# block 1

<file path="config.mk">
export PLATFORM = sky130hd
export DESIGN_NAME = tt_cpu_gen
export DESIGN_NICKNAME = d
export VERILOG_FILES = /design/src/rtl/tt_cpu_gen.sv
export SDC_FILE = /design/constraint.sdc
export NUM_CORES = 2
export LEC_CHECK = 0
export CAP_MARGIN = 15
export CORE_ASPECT_RATIO = 1.1
export CORE_MARGIN = 1
export CORE_UTILIZATION = 35
export DETAILED_ROUTE_END_ITERATION = 16
export SLEW_MARGIN = 20
export SYNTH_ARGS = -nofsm -noshare
export SYNTH_HDL_FRONTEND = slang
export SYNTH_SLANG_ARGS = --single-unit
</file>
<file path="constraint.sdc">
create_clock -name clk -period 14.85 [get_ports clk]
set_input_delay 2.97 -clock clk [delete_from_list [all_inputs] [get_ports clk]]
set_output_delay 2.97 -clock clk [all_outputs]
set_load 0.005 [all_outputs]
</file>
<file path="src/rtl/tt_cpu_gen.sv">
`default_nettype none
// ============================================================================
// Module   : tt_cpu_gen
// Purpose  : Parametrised accumulator/register CPU for Tiny Tapeout tiles.
//            Four DATA_W-bit registers, Z/C flags, an 8-bit instruction
//            memory of MEM_DEPTH entries with an external load port, and an
//            IDLE/RUN/HALT control FSM. One instruction retires per clock in
//            RUN. Relative jumps wrap modulo MEM_DEPTH.
// Ports    : clk        clock, all state changes on the rising edge
//            rst        synchronous reset, active-high (memory is kept)
//            prog_we    program write strobe, honoured in IDLE/HALT only
//            prog_addr  program write address (PC_W bits)
//            prog_data  program write data (8 bits)
//            start      pulse: enter RUN at PC=0 (ignored while running)
//            step       (SINGLE_STEP_EN only) execute one instruction
//                       while halted; start wins when both are high
//            halted     high in IDLE and HALT
//            pc         current program counter
//            o_REG      value of register OUT_REG
// Options  : `define SINGLE_STEP_EN adds the step input.
// Revision : 1.0 - initial release
// ============================================================================
module tt_cpu_gen #(
    parameter int DATA_W    = 8,
    parameter int MEM_DEPTH = 256,
    parameter int PC_W      = $clog2(MEM_DEPTH),
    parameter int OUT_REG   = 3
) (
    input  logic              clk,
    input  logic              rst,
    input  logic              prog_we,
    input  logic [PC_W-1:0]   prog_addr,
    input  logic [7:0]        prog_data,
    input  logic              start,
`ifdef SINGLE_STEP_EN
    input  logic              step,
`endif
    output logic              halted,
    output logic [PC_W-1:0]   pc,
    output logic [DATA_W-1:0] o_REG
);

    localparam logic [1:0] c_ST_IDLE = 2'd0;
    localparam logic [1:0] c_ST_RUN  = 2'd1;
    localparam logic [1:0] c_ST_HALT = 2'd2;

    localparam logic [3:0] c_OP_JREL = 4'b0001;
    localparam logic [3:0] c_OP_JZ   = 4'b0010;
    localparam logic [3:0] c_OP_MOVL = 4'b0011;
    localparam logic [3:0] c_OP_MOVH = 4'b0100;
    localparam logic [3:0] c_OP_MOV  = 4'b0101;
    localparam logic [3:0] c_OP_ADD  = 4'b0110;
    localparam logic [3:0] c_OP_SUB  = 4'b0111;
    localparam logic [3:0] c_OP_SHL  = 4'b1000;
    localparam logic [3:0] c_OP_SHR  = 4'b1001;
    localparam logic [3:0] c_OP_SHN  = 4'b1010;
    localparam logic [3:0] c_OP_JC   = 4'b1011;
    localparam logic [3:0] c_OP_HALT = 4'b1111;

    localparam logic [1:0]      c_OUT_IDX = 2'(OUT_REG);
    localparam logic [PC_W-1:0] c_PC_ONE  = PC_W'(1);

    // ------------------------------------------------------------------
    // State
    // ------------------------------------------------------------------
    logic [1:0]        r_state;
    logic [1:0]        w_state_nxt;
    logic [PC_W-1:0]   r_pc;
    logic [DATA_W-1:0] r_regs [4];
    logic              r_z;
    logic              r_c;
    logic [7:0]        r_mem [MEM_DEPTH];

    // ------------------------------------------------------------------
    // Decode
    // ------------------------------------------------------------------
    logic [7:0]        w_instr;
    logic [3:0]        w_op;
    logic [3:0]        w_imm;
    logic [1:0]        w_rd;
    logic [1:0]        w_rs;
    logic [DATA_W-1:0] w_a;
    logic [DATA_W-1:0] w_b;
    logic [DATA_W:0]   w_add;
    logic [DATA_W:0]   w_sub;
    logic [PC_W-1:0]   w_rel;
    logic [PC_W-1:0]   w_pc_inc;
    logic [PC_W-1:0]   w_pc_jump;

    logic              w_idle_or_halt;
    logic              w_launch;
    logic              w_exec;
    logic              w_halt_op;

    logic [DATA_W-1:0] w_regs_exec [4];
    logic [DATA_W-1:0] w_res;
    logic [PC_W-1:0]   w_pc_exec;
    logic              w_z_exec;
    logic              w_c_exec;

    assign w_instr = r_mem[r_pc];
    assign w_op    = w_instr[3:0];
    assign w_imm   = w_instr[7:4];
    assign w_rd    = w_instr[7:6];
    assign w_rs    = w_instr[5:4];

    // Both operands come from pre-edge values, so rd==rs needs no special case.
    assign w_a     = r_regs[w_rd];
    assign w_b     = r_regs[w_rs];
    // The extra top bit is carry for ADD and borrow for SUB.
    assign w_add   = {1'b0, w_a} + {1'b0, w_b};
    assign w_sub   = {1'b0, w_a} - {1'b0, w_b};

    // Sign-extend the 4-bit offset to the full PC so jumps wrap the whole
    // memory instead of staying inside a 16-entry page.
    assign w_rel     = PC_W'($signed(w_imm));
    assign w_pc_inc  = r_pc + c_PC_ONE;
    assign w_pc_jump = r_pc + w_rel;

    assign w_idle_or_halt = (r_state == c_ST_IDLE) || (r_state == c_ST_HALT);
    assign w_launch       = w_idle_or_halt && start;

`ifdef SINGLE_STEP_EN
    // A step while halted retires one instruction without leaving the
    // halted state; start takes precedence.
    assign w_exec = (r_state == c_ST_RUN) || (w_idle_or_halt && step && !start);
`else
    assign w_exec = (r_state == c_ST_RUN);
`endif

    // ------------------------------------------------------------------
    // Program memory: asynchronous read, writes locked out while running
    // ------------------------------------------------------------------
    always_ff @(posedge clk) begin
        if (!rst && prog_we && w_idle_or_halt) begin
            r_mem[prog_addr] <= prog_data;
        end
    end

    // ------------------------------------------------------------------
    // FSM: state register
    // ------------------------------------------------------------------
    always_ff @(posedge clk) begin
        if (rst) begin
            r_state <= c_ST_IDLE;
        end else begin
            r_state <= w_state_nxt;
        end
    end

    // ------------------------------------------------------------------
    // FSM: next state
    // ------------------------------------------------------------------
    always_comb begin
        w_state_nxt = r_state;
        case (r_state)
            c_ST_IDLE, c_ST_HALT: begin
                if (start) begin
                    w_state_nxt = c_ST_RUN;
                end
            end
            c_ST_RUN: begin
                if (w_halt_op) begin
                    w_state_nxt = c_ST_HALT;
                end
            end
            default: w_state_nxt = c_ST_IDLE;
        endcase
    end

    // ------------------------------------------------------------------
    // FSM: outputs
    // ------------------------------------------------------------------
    always_comb begin
        halted = (r_state != c_ST_RUN);
        pc     = r_pc;
        o_REG  = r_regs[c_OUT_IDX];
    end

    // ------------------------------------------------------------------
    // Execute: next architectural state for the instruction at PC
    // ------------------------------------------------------------------
    always_comb begin
        w_regs_exec = r_regs;
        w_z_exec    = r_z;
        w_c_exec    = r_c;
        w_pc_exec   = w_pc_inc;
        w_halt_op   = 1'b0;
        w_res       = '0;
        case (w_op)
            c_OP_JREL: w_pc_exec = w_pc_jump;
            c_OP_JZ:   if (r_z) w_pc_exec = w_pc_jump;
            c_OP_JC:   if (r_c) w_pc_exec = w_pc_jump;
            c_OP_MOVL: w_regs_exec[0][3:0] = w_imm;
            c_OP_MOVH: w_regs_exec[0][7:4] = w_imm;
            c_OP_SHN:  w_regs_exec[0] = {r_regs[0][DATA_W-5:0], w_imm};
            c_OP_MOV:  w_regs_exec[w_rd] = w_b;
            c_OP_ADD: begin
                w_regs_exec[w_rd] = w_add[DATA_W-1:0];
                w_c_exec          = w_add[DATA_W];
                w_z_exec          = (w_add[DATA_W-1:0] == '0);
            end
            c_OP_SUB: begin
                w_regs_exec[w_rd] = w_sub[DATA_W-1:0];
                w_c_exec          = w_sub[DATA_W];
                w_z_exec          = (w_sub[DATA_W-1:0] == '0);
            end
            // Shifts reuse the rd field as the shift amount.
            c_OP_SHL: begin
                w_res             = w_b << w_rd;
                w_regs_exec[w_rs] = w_res;
                w_z_exec          = (w_res == '0);
            end
            c_OP_SHR: begin
                w_res             = w_b >> w_rd;
                w_regs_exec[w_rs] = w_res;
                w_z_exec          = (w_res == '0);
            end
            c_OP_HALT: begin
                w_pc_exec = r_pc;
                w_halt_op = 1'b1;
            end
            default: ;
        endcase
    end

    // ------------------------------------------------------------------
    // Datapath registers
    // ------------------------------------------------------------------
    always_ff @(posedge clk) begin
        if (rst) begin
            r_pc <= '0;
            r_z  <= 1'b0;
            r_c  <= 1'b0;
            for (int i = 0; i < 4; i++) begin
                r_regs[i] <= '0;
            end
        end else if (w_launch) begin
            // Registers and flags carry over into a new run.
            r_pc <= '0;
        end else if (w_exec) begin
            r_pc   <= w_pc_exec;
            r_z    <= w_z_exec;
            r_c    <= w_c_exec;
            r_regs <= w_regs_exec;
        end
    end

endmodule
`default_nettype wire

</file>
# block 2

===== config.mk =====
export PLATFORM = sky130hd
export DESIGN_NAME = queue_drain_flat
export DESIGN_NICKNAME = d
export VERILOG_FILES = /design/src/rtl/queue_drain_if.sv /design/src/rtl/queue_drain.sv /design/src/flat_wrapper.sv
export SDC_FILE = /design/constraint.sdc
export NUM_CORES = 1
export LEC_CHECK = 0
export ABC_AREA = 1
export CORE_ASPECT_RATIO = 2
export CORE_MARGIN = 1.5
export CORE_UTILIZATION = 52
export DETAILED_ROUTE_END_ITERATION = 16
export PLACE_DENSITY = 0.84
export SETUP_SLACK_MARGIN = 0.3
export SYNTH_ARGS = -nofsm -noshare
export SYNTH_HDL_FRONTEND = slang
export SYNTH_SLANG_ARGS = --single-unit

===== constraint.sdc =====
create_clock -name clk -period 5.5 [get_ports clk]
set_input_delay 1.1 -clock clk [delete_from_list [all_inputs] [get_ports clk]]
set_output_delay 1.1 -clock clk [all_outputs]
set_load 0.01 [all_outputs]

===== src/rtl/queue_drain_if.sv =====
// Pop-side FIFO link plus consumer valid/ready link for queue_drain.
// The master modport is the drain controller; slave is the FIFO/consumer side.
interface queue_drain_if #(
   parameter int DATA_WIDTH = 32,
   parameter int CNT_WIDTH  = 16
);
   logic                  qEmpty_IN;
   logic [DATA_WIDTH-1:0] qData_IN;
   logic                  qPopValid_IN;
   logic                  qPopReq_OUT;
   logic                  outValid_OUT;
   logic [DATA_WIDTH-1:0] outData_OUT;
   logic                  outReady_IN;
   logic [CNT_WIDTH-1:0]  popCount_OUT;
   logic                  protoErr_OUT;

   modport master (
      input  qEmpty_IN, qData_IN, qPopValid_IN, outReady_IN,
      output qPopReq_OUT, outValid_OUT, outData_OUT, popCount_OUT, protoErr_OUT
   );

   modport slave (
      output qEmpty_IN, qData_IN, qPopValid_IN, outReady_IN,
      input  qPopReq_OUT, outValid_OUT, outData_OUT, popCount_OUT, protoErr_OUT
   );
endinterface


===== src/rtl/queue_drain.sv =====
// Pop controller for a FIFO with one-cycle registered pop latency: credit-based
// pop issue, 2-entry skid buffer, delivered-word counter and sticky protocol flag.
module queue_drain #(
   parameter int DATA_WIDTH = 32,
   parameter int CNT_WIDTH  = 16
) (
   input  logic          clk,
   input  logic          reset,
   queue_drain_if.master bus
);
   logic [DATA_WIDTH-1:0] skid_q [2];
   logic                  rd_ptr_q, rd_ptr_d;
   logic                  wr_ptr_q, wr_ptr_d;
   logic [1:0]            occ_q, occ_d;
   logic                  inflight_q, inflight_d;
   logic [CNT_WIDTH-1:0]  pop_count_q, pop_count_d;
   logic                  proto_err_q, proto_err_d;

   logic                  deq;
   logic                  arrival;
   logic                  pop_req;
   logic [1:0]            credit;

   always_comb begin
      deq     = (occ_q != 2'd0) && bus.outReady_IN;
      // Words held plus words owed by the FIFO, net of this cycle's dequeue;
      // the dequeue term is what lets a pop issue every cycle at full rate.
      credit  = occ_q + {1'b0, inflight_q} - {1'b0, deq};
      pop_req = !reset && !bus.qEmpty_IN && (credit < 2'd2);
      arrival = bus.qPopValid_IN && inflight_q;

      rd_ptr_d    = rd_ptr_q ^ deq;
      wr_ptr_d    = wr_ptr_q ^ arrival;
      occ_d       = occ_q + {1'b0, arrival} - {1'b0, deq};
      inflight_d  = pop_req;
      pop_count_d = deq ? pop_count_q + 1'b1 : pop_count_q;
      proto_err_d = proto_err_q || (bus.qPopValid_IN != inflight_q);
   end

   always_ff @(posedge clk) begin
      if (reset) begin
         rd_ptr_q    <= 1'b0;
         wr_ptr_q    <= 1'b0;
         occ_q       <= 2'd0;
         inflight_q  <= 1'b0;
         pop_count_q <= '0;
         proto_err_q <= 1'b0;
      end else begin
         rd_ptr_q    <= rd_ptr_d;
         wr_ptr_q    <= wr_ptr_d;
         occ_q       <= occ_d;
         inflight_q  <= inflight_d;
         pop_count_q <= pop_count_d;
         proto_err_q <= proto_err_d;
      end
   end

   // Skid storage carries no reset; unsolicited words never reach it.
   always_ff @(posedge clk) begin
      if (!reset && arrival) begin
         skid_q[wr_ptr_q] <= bus.qData_IN;
      end
   end

   assign bus.qPopReq_OUT  = pop_req;
   assign bus.outValid_OUT = (occ_q != 2'd0);
   assign bus.outData_OUT  = skid_q[rd_ptr_q];
   assign bus.popCount_OUT = pop_count_q;
   assign bus.protoErr_OUT = proto_err_q;
endmodule

===== src/flat_wrapper.sv =====
// flat-port wrapper written by rule: the top's interface ports become plain ports
module queue_drain_flat 
#(
   parameter int DATA_WIDTH = 32,
   parameter int CNT_WIDTH  = 16
)
  (clk, reset, bus_qEmpty_IN, bus_qData_IN, bus_qPopValid_IN, bus_outReady_IN, bus_qPopReq_OUT, bus_outValid_OUT, bus_outData_OUT, bus_popCount_OUT, bus_protoErr_OUT);
  queue_drain_if #(.DATA_WIDTH(DATA_WIDTH), .CNT_WIDTH(CNT_WIDTH)) bus_i ();
  input  logic clk;
  input  logic reset;
  input wire logic [$bits(bus_i.qEmpty_IN)-1:0] bus_qEmpty_IN;
  input wire logic [$bits(bus_i.qData_IN)-1:0] bus_qData_IN;
  input wire logic [$bits(bus_i.qPopValid_IN)-1:0] bus_qPopValid_IN;
  input wire logic [$bits(bus_i.outReady_IN)-1:0] bus_outReady_IN;
  output wire logic [$bits(bus_i.qPopReq_OUT)-1:0] bus_qPopReq_OUT;
  output wire logic [$bits(bus_i.outValid_OUT)-1:0] bus_outValid_OUT;
  output wire logic [$bits(bus_i.outData_OUT)-1:0] bus_outData_OUT;
  output wire logic [$bits(bus_i.popCount_OUT)-1:0] bus_popCount_OUT;
  output wire logic [$bits(bus_i.protoErr_OUT)-1:0] bus_protoErr_OUT;
  assign bus_i.qEmpty_IN = bus_qEmpty_IN;
  assign bus_i.qData_IN = bus_qData_IN;
  assign bus_i.qPopValid_IN = bus_qPopValid_IN;
  assign bus_i.outReady_IN = bus_outReady_IN;
  assign bus_qPopReq_OUT = bus_i.qPopReq_OUT;
  assign bus_outValid_OUT = bus_i.outValid_OUT;
  assign bus_outData_OUT = bus_i.outData_OUT;
  assign bus_popCount_OUT = bus_i.popCount_OUT;
  assign bus_protoErr_OUT = bus_i.protoErr_OUT;
  queue_drain #(.DATA_WIDTH(DATA_WIDTH), .CNT_WIDTH(CNT_WIDTH)) u_core (.clk(clk), .reset(reset), .bus(bus_i));
endmodule

# block 3

<file path="config.mk">
export PLATFORM = sky130hd
export DESIGN_NAME = sram_apb_loader
export DESIGN_NICKNAME = d
export VERILOG_FILES = /design/src/rtl/sram_cfg_pkg.sv /design/src/rtl/apb_xfer_timer.sv /design/src/rtl/sram_apb_loader.sv
export SDC_FILE = /design/constraint.sdc
export NUM_CORES = 1
export LEC_CHECK = 0
export ABC_AREA = 1
export ABC_CLOCK_PERIOD_IN_PS = 2000
export CAP_MARGIN = 20
export CORE_MARGIN = 2
export CORE_UTILIZATION = 44
export CTS_BUF_LIST = sky130_fd_sc_hd__clkbuf_4 sky130_fd_sc_hd__clkbuf_8
export DETAILED_ROUTE_END_ITERATION = 6
export DONT_BUFFER_PORTS = 1
export HOLD_SLACK_MARGIN = 0.03
export PLACE_DENSITY = 0.63
export SYNTH_ARGS = -nofsm -noshare
export SYNTH_HDL_FRONTEND = slang
export SYNTH_HIERARCHICAL = 1
export SYNTH_SLANG_ARGS = --single-unit
</file>
<file path="constraint.sdc">
create_clock -name PCLK -period 2 [get_ports PCLK]
set_clock_uncertainty 0.1 [all_clocks]
set_input_delay 0.4 -clock PCLK [delete_from_list [all_inputs] [get_ports PCLK]]
set_output_delay 0.4 -clock PCLK [all_outputs]
set_load 0.02 [all_outputs]
</file>
<file path="src/rtl/sram_cfg_pkg.sv">
// Shared types, widths and default register map for the SRAM config APB loader.
package sram_cfg_pkg;

  localparam int unsigned SRAM_AW = 16;
  localparam int unsigned SRAM_DW = 23;
  localparam int unsigned APB_AW  = 32;
  localparam int unsigned APB_DW  = 32;

  localparam logic [APB_AW-1:0] DEF_IDX_OFS = 32'h0000_0000;
  localparam logic [APB_AW-1:0] DEF_DAT_OFS = 32'h0000_0004;

  typedef enum logic [1:0] {
    OP_WR  = 2'b00,
    OP_RD  = 2'b01,
    OP_WRV = 2'b10,
    OP_RSV = 2'b11
  } op_e;

  typedef enum logic [1:0] {
    ERR_OK  = 2'b00,
    ERR_SLV = 2'b01,
    ERR_TMO = 2'b10,
    ERR_MIS = 2'b11
  } err_e;

  typedef enum logic [2:0] {
    IDLE       = 3'd0,
    IDX_SETUP  = 3'd1,
    IDX_ACCESS = 3'd2,
    DAT_SETUP  = 3'd3,
    DAT_ACCESS = 3'd4,
    VFY_SETUP  = 3'd5,
    VFY_ACCESS = 3'd6,
    RESP       = 3'd7
  } state_e;

  // Request fields that must outlive the handshake (index lives in PWDATA).
  typedef struct packed {
    op_e                op;
    logic [SRAM_DW-1:0] data;
  } req_t;

endpackage

</file>
<file path="src/rtl/apb_xfer_timer.sv">
// Counts ACCESS-phase wait cycles of one APB transfer and flags the last allowed one.
module apb_xfer_timer #(
  parameter int unsigned TIMEOUT_CYC = 256
) (
  input  logic clk,
  input  logic rst_n,
  input  logic i_clr,
  input  logic i_en,
  output logic o_expire_c
);

  localparam int unsigned CW = $clog2(TIMEOUT_CYC);
  localparam logic [CW-1:0] LAST = CW'(TIMEOUT_CYC - 1);

  logic [CW-1:0] r_cnt;

  // Wait-cycle counter: cleared per transfer, advanced on each stalled ACCESS cycle.
  always_ff @(posedge clk or negedge rst_n) begin
    if (!rst_n) begin
      r_cnt <= '0;
    end else if (i_clr) begin
      r_cnt <= '0;
    end else if (i_en && (r_cnt != LAST)) begin
      r_cnt <= r_cnt + CW'(1);
    end
  end

  assign o_expire_c = (r_cnt == LAST);

endmodule

</file>
<file path="src/rtl/sram_apb_loader.sv">
// APB initiator that writes / reads / write-verifies SRAM mapping-table entries.
module sram_apb_loader
  import sram_cfg_pkg::*;
#(
  parameter logic [31:0] BASE_ADDR   = 32'h0000_0000,
  parameter logic [31:0] IDX_OFS     = DEF_IDX_OFS,
  parameter logic [31:0] DAT_OFS     = DEF_DAT_OFS,
  parameter int unsigned TIMEOUT_CYC = 256
) (
  input  logic               PCLK,
  input  logic               PRESETn,
  input  logic               req_valid,
  output logic               req_ready,
  input  logic [1:0]         req_op,
  input  logic [SRAM_AW-1:0] req_index,
  input  logic [SRAM_DW-1:0] req_data,
  output logic               rsp_valid,
  input  logic               rsp_ready,
  output logic [SRAM_DW-1:0] rsp_rdata,
  output logic [1:0]         rsp_err,
  output logic               PSEL,
  output logic               PENABLE,
  output logic               PWRITE,
  output logic [APB_AW-1:0]  PADDR,
  output logic [APB_DW-1:0]  PWDATA,
  input  logic [APB_DW-1:0]  PRDATA,
  input  logic               PREADY,
  input  logic               PSLVERR
);

  localparam logic [APB_AW-1:0] IDX_ADDR = BASE_ADDR + IDX_OFS;
  localparam logic [APB_AW-1:0] DAT_ADDR = BASE_ADDR + DAT_OFS;

  state_e             r_state;
  state_e             w_next_state;
  state_e             w_acc_next;
  req_t               r_req;

  logic               r_req_ready;
  logic               r_rsp_valid;
  logic [SRAM_DW-1:0] r_rsp_rdata;
  err_e               r_rsp_err;
  logic               r_psel;
  logic               r_penable;
  logic               r_pwrite;
  logic [APB_AW-1:0]  r_paddr;
  logic [APB_DW-1:0]  r_pwdata;

  logic [SRAM_DW-1:0] w_rsp_rdata;
  err_e               w_rsp_err;
  logic               w_pwrite;
  logic [APB_AW-1:0]  w_paddr;
  logic [APB_DW-1:0]  w_pwdata;
  logic               w_tmr_clr;
  logic               w_tmr_en;
  logic               w_tmr_expire_c;
  logic               w_unused_prdata;

  assign w_unused_prdata = ^PRDATA[APB_DW-1:SRAM_DW];

  apb_xfer_timer #(
    .TIMEOUT_CYC(TIMEOUT_CYC)
  ) u_timer (
    .clk       (PCLK),
    .rst_n     (PRESETn),
    .i_clr     (w_tmr_clr),
    .i_en      (w_tmr_en),
    .o_expire_c(w_tmr_expire_c)
  );

  // State register.
  always_ff @(posedge PCLK or negedge PRESETn) begin
    if (!PRESETn) begin
      r_state <= IDLE;
    end else begin
      r_state <= w_next_state;
    end
  end

  // Successor of each ACCESS state on a clean (PREADY, no PSLVERR) completion.
  always_comb begin
    w_acc_next = RESP;
    unique case (r_state)
      IDX_ACCESS: w_acc_next = DAT_SETUP;
      DAT_ACCESS: w_acc_next = (r_req.op == OP_WRV) ? VFY_SETUP : RESP;
      default:    w_acc_next = RESP;
    endcase
  end

  // Next state, response payload and timer control.
  always_comb begin
    w_next_state = r_state;
    w_rsp_rdata  = r_rsp_rdata;
    w_rsp_err    = r_rsp_err;
    w_tmr_clr    = 1'b0;
    w_tmr_en     = 1'b0;
    unique case (r_state)
      IDLE: begin
        if (req_valid && r_req_ready) begin
          w_rsp_rdata = '0;
          if (req_op == OP_RSV) begin
            w_next_state = RESP;
            w_rsp_err    = ERR_MIS;
          end else begin
            w_next_state = IDX_SETUP;
            w_rsp_err    = ERR_OK;
          end
        end
      end
      IDX_SETUP: begin
        w_next_state = IDX_ACCESS;
        w_tmr_clr    = 1'b1;
      end
      DAT_SETUP: begin
        w_next_state = DAT_ACCESS;
        w_tmr_clr    = 1'b1;
      end
      VFY_SETUP: begin
        w_next_state = VFY_ACCESS;
        w_tmr_clr    = 1'b1;
      end
      IDX_ACCESS, DAT_ACCESS, VFY_ACCESS: begin
        if (PREADY) begin
          if (PSLVERR) begin
            w_next_state = RESP;
            w_rsp_err    = ERR_SLV;
          end else begin
            w_next_state = w_acc_next;
            if (((r_state == DAT_ACCESS) && (r_req.op == OP_RD)) || (r_state == VFY_ACCESS)) begin
              w_rsp_rdata = PRDATA[SRAM_DW-1:0];
            end
            if ((r_state == VFY_ACCESS) && (PRDATA[SRAM_DW-1:0] != r_req.data)) begin
              w_rsp_err = ERR_MIS;
            end
          end
        end else if (w_tmr_expire_c) begin
          w_next_state = RESP;
          w_rsp_err    = ERR_TMO;
        end else begin
          w_tmr_en = 1'b1;
        end
      end
      RESP: begin
        if (rsp_ready) begin
          w_next_state = IDLE;
        end
      end
    endcase
  end

  // APB address/direction/data, loaded once when a SETUP phase is entered.
  always_comb begin
    w_paddr  = r_paddr;
    w_pwrite = r_pwrite;
    w_pwdata = r_pwdata;
    if (w_next_state != r_state) begin
      case (w_next_state)
        IDX_SETUP: begin
          w_paddr  = IDX_ADDR;
          w_pwrite = 1'b1;
          w_pwdata = APB_DW'(req_index);
        end
        DAT_SETUP: begin
          w_paddr  = DAT_ADDR;
          w_pwrite = (r_req.op != OP_RD);
          w_pwdata = APB_DW'(r_req.data);
        end
        VFY_SETUP: begin
          w_paddr  = DAT_ADDR;
          w_pwrite = 1'b0;
        end
        default: ;
      endcase
    end
  end

  // Registered outputs and captured request.
  always_ff @(posedge PCLK or negedge PRESETn) begin
    if (!PRESETn) begin
      r_req       <= '0;
      r_req_ready <= 1'b0;
      r_rsp_valid <= 1'b0;
      r_rsp_rdata <= '0;
      r_rsp_err   <= ERR_OK;
      r_psel      <= 1'b0;
      r_penable   <= 1'b0;
      r_pwrite    <= 1'b0;
      r_paddr     <= '0;
      r_pwdata    <= '0;
    end else begin
      if (req_valid && r_req_ready) begin
        r_req <= '{op: op_e'(req_op), data: req_data};
      end
      r_req_ready <= (w_next_state == IDLE);
      r_rsp_valid <= (w_next_state == RESP);
      r_rsp_rdata <= w_rsp_rdata;
      r_rsp_err   <= w_rsp_err;
      r_psel      <= (w_next_state != IDLE) && (w_next_state != RESP);
      r_penable   <= (w_next_state == IDX_ACCESS) || (w_next_state == DAT_ACCESS) ||
                     (w_next_state == VFY_ACCESS);
      r_pwrite    <= w_pwrite;
      r_paddr     <= w_paddr;
      r_pwdata    <= w_pwdata;
    end
  end

  assign req_ready = r_req_ready;
  assign rsp_valid = r_rsp_valid;
  assign rsp_rdata = r_rsp_rdata;
  assign rsp_err   = r_rsp_err;
  assign PSEL      = r_psel;
  assign PENABLE   = r_penable;
  assign PWRITE    = r_pwrite;
  assign PADDR     = r_paddr;
  assign PWDATA    = r_pwdata;

endmodule

</file>
Block 3, the metal 3 layer:
(4 px per µm)
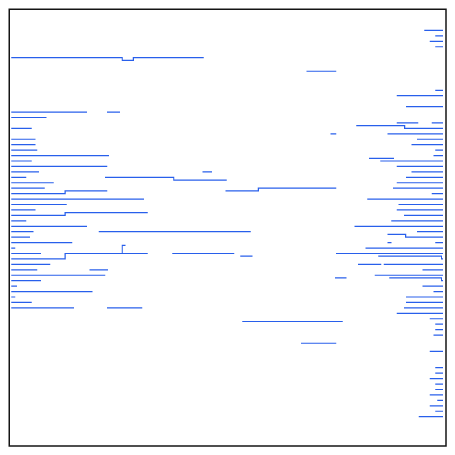
The wires run mostly horizontal. The longest straight run is 37.7 µm.
via count: 3,797
Global Route met3 Usage: 6.934%

==> flow_summary.yaml, block 3 <==
# physical design summary
outcome:
  result_of_the_run: "finished, violations left"
  violations_in_the_final_reports: "negative hold slack, negative setup slack"
yosys:
  postSynth.topFlopCell: "sky130_fd_sc_hd__dfrtp_1"
  synth_warnings: 6
  compound_share_synth_pct: 5.410
  proportion_of_synthesized_flip_flops_having_asynchronous_set_or_reset_pct: 100.0
global_routing:
  grt_use_met1_pct: 26.33
  globalRouteTotalUtil_pct: 20.64
  grt.busiest_layer: "met2"
sta:
  fmax_mhz: 498.7
  final-hold-violation-count: 90
  postLayoutSetupSlackWorst_ns: -0.005090
  setup-violations-final: 1
  hold_slack_ns: -0.3844
power_and_ir_drop:
  pwr_density_cell_mw_per_mm2: 1481
detailed_routing:
  topRoutingLayerUsed: "met4"
run:
  openroad.warnings: 39
layout:
  share_of_cells_above_drive_strength_1_pct: 12.89
  regArea_mm2: 0.002252
cts:
  cts_tree: "done"
floorplanning:
  placement_rows: 38
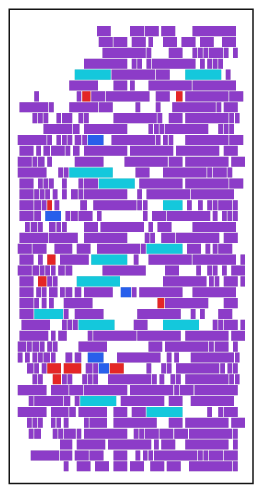
Block 2: sizing map
(4 px per µm)
Key: blue = x3 and x4 [cells 5, share 1.2%]; cyan = x6 and larger [cells 13, share 3.1%]; purple = x1 and smaller [cells 398, share 93%]; red = x2 [cells 10, share 2.3%]

Block 2, the metal 3 layer:
(4 px per µm)
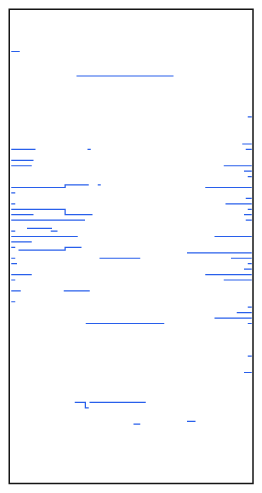
The wires run mostly horizontal. The layer carries 322 µm of wire. The layer holds 4.5% of the routed length.

==> flow_summary.yaml, block 2 <==
# physical design summary
yosys:
  synth.cells.most_frequent: "128 x sky130_fd_sc_hd__nand2_1, 64 x sky130_fd_sc_hd__edfxtp_1, 35 x sky130_fd_sc_hd__nor2_1"
  yosysChipArea_mm2: 0.003448
  compound_share_synth_pct: 2.975
  netlist_logic_family_top: "simple AND/OR/NAND/NOR gates"
  yosys_cells: 331
  yosys.area_share.simple_pct: 22.57
  netlist.area_leader.share_pct: 55.73
power_and_ir_drop:
  internal_w: 0.001361
  pwr_density_cell_mw_per_mm2: 390.0
  seq_power_share_pct: 40.8
layout:
  post-route-cell-area_mm2: 0.004718
  regArea_mm2: 0.002362
  num_antenna_cells: 0
worst_setup_path:
  worst_r2r_startpoint: "u_core.inflight_q"
  crit_buf_inv: 3
  worst-endpoint-arrival_ns: 3.19
  cp_cell_sequence: "clkdlybuf4s50_1 > inv_1 > nor2_8 > ha_1 > xor2_1 > nor2_1 > and3b_1 > clkdlybuf4s50_1"
detailed_routing:
  met1_length_um: 2681
  detail_route.wl_per_cell_um: 14.10
sta:
  worstMarginPinSlew_ns: 0.9841
  fin_crit_sh_pct: 78.01
  postLayoutSetupSlackWorst_ns: 1.209
  finalCriticalPeriod_ns: 4.291
  timing.clock.skew_ns: 0.004065
global_routing:
  grt.busiest_layer: "met2"
  wire_length_of_the_first_global_routing_pass_um: 10980
  grt_start_max_net_pins: 35
  globalRouteTotalUtil_pct: 20.76
placed_design:
  io_buffers: 87
hold_path:
  holdPathEnd: "u_core.wr_ptr_q"
outcome:
  result_of_the_run: "complete, no violations"
floorplanning:
  placeableCoreArea_mm2: 0.006361
Block 1, cells colored by class:
(1 px per µm) Fill, decap, tap and diode cells in gray.
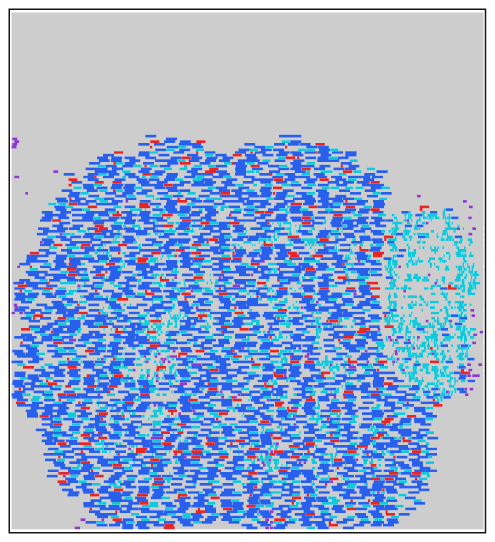
Key: blue = registers [cells 2,100, share of their area 68%]; red = clock drivers and dummy loads [cells 376, share of their area 7.1%]; purple = remaining buffers and delay cells [cells 145, share of their area 1.4%]; cyan = remaining logic cells [cells 2,186, share of their area 24%]

Block 1, the metal 3 layer:
(1 px per µm)
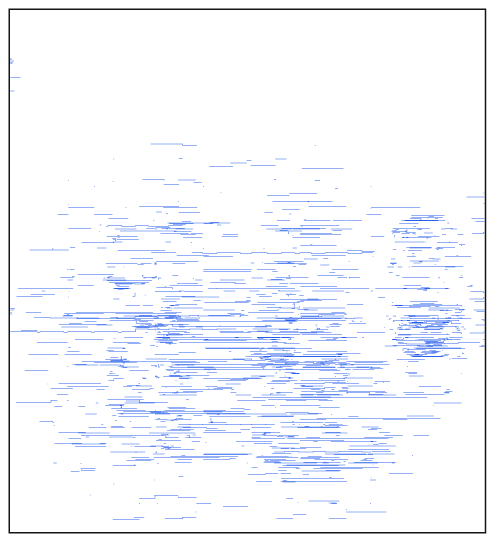
The wires run mostly horizontal. The layer carries 20.4 mm of wire. The longest straight run is 174 µm.

==> flow_summary.yaml, block 1 <==
# physical design summary
layout:
  nClkBuffers: 249
  fillcell_total: 21893
  nets: 4682
  lay_top_cells: "2,048 x sky130_fd_sc_hd__edfxtp_1, 491 x sky130_fd_sc_hd__mux4_2, 389 x sky130_fd_sc_hd__nor2_1"
  area.share.sequential_pct: 64.86
  lay_top_count: "sky130_fd_sc_hd__edfxtp_1"
sta:
  fin_crit_sh_pct: 63.32
  final-max-slew-violation-count: 0
  setup-violations-final: 0
  grt_setup_unrepaired: "no"
detailed_routing:
  drtPass1Iterations: 7
  detail_route.wirelength_um: 244700
  topRoutingLayerUsed: "met5"
outcome:
  result_of_the_run: "complete, no violations"
power_and_ir_drop:
  seq_power_share_pct: 50.8
  group_drawing_the_most_power: "sequential cells"
  internal_w: 0.009779
  power.total_w: 0.01288
  power.clock.total_w: 0.00514
  p_seq_w: 0.00654
  netSwitchingPower_w: 0.003105
  clockPowerShare_pct: 39.9
run:
  max-cap-violations: 0
  openroad.warnings: 44
yosys:
  yosys-mux-area-fraction_pct: 15.98
  compound_share_synth_pct: 4.689
floorplanning:
  placeableCoreArea_mm2: 0.2439
  fp-utilization_pct: 35.27
cts:
  clock_tree.root_cell: "sky130_fd_sc_hd__clkbuf_16"
  clock_path_buffers: 3
hold_path:
  min_path_type: "flop to flop"

==> notes/layouts.md <==
Pictures saved along the way, in no particular order.

Routing congestion.
image #1
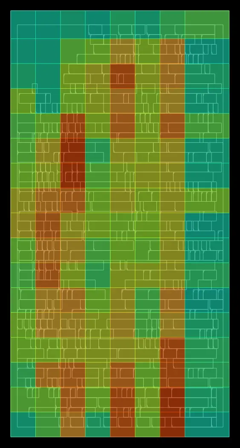
image #2
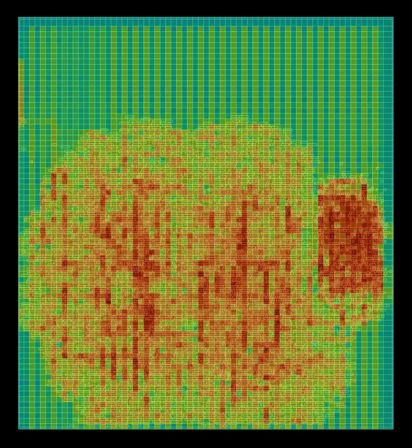
image #3
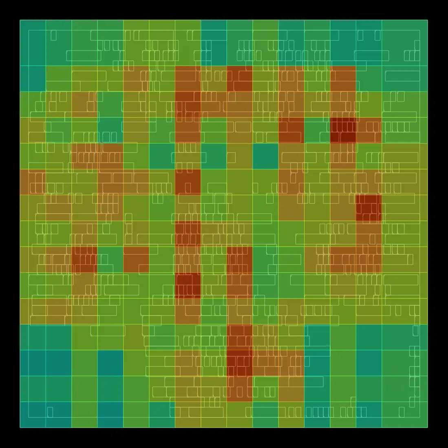
image #2 -> block 1
image #1 -> block 2
image #3 -> block 3


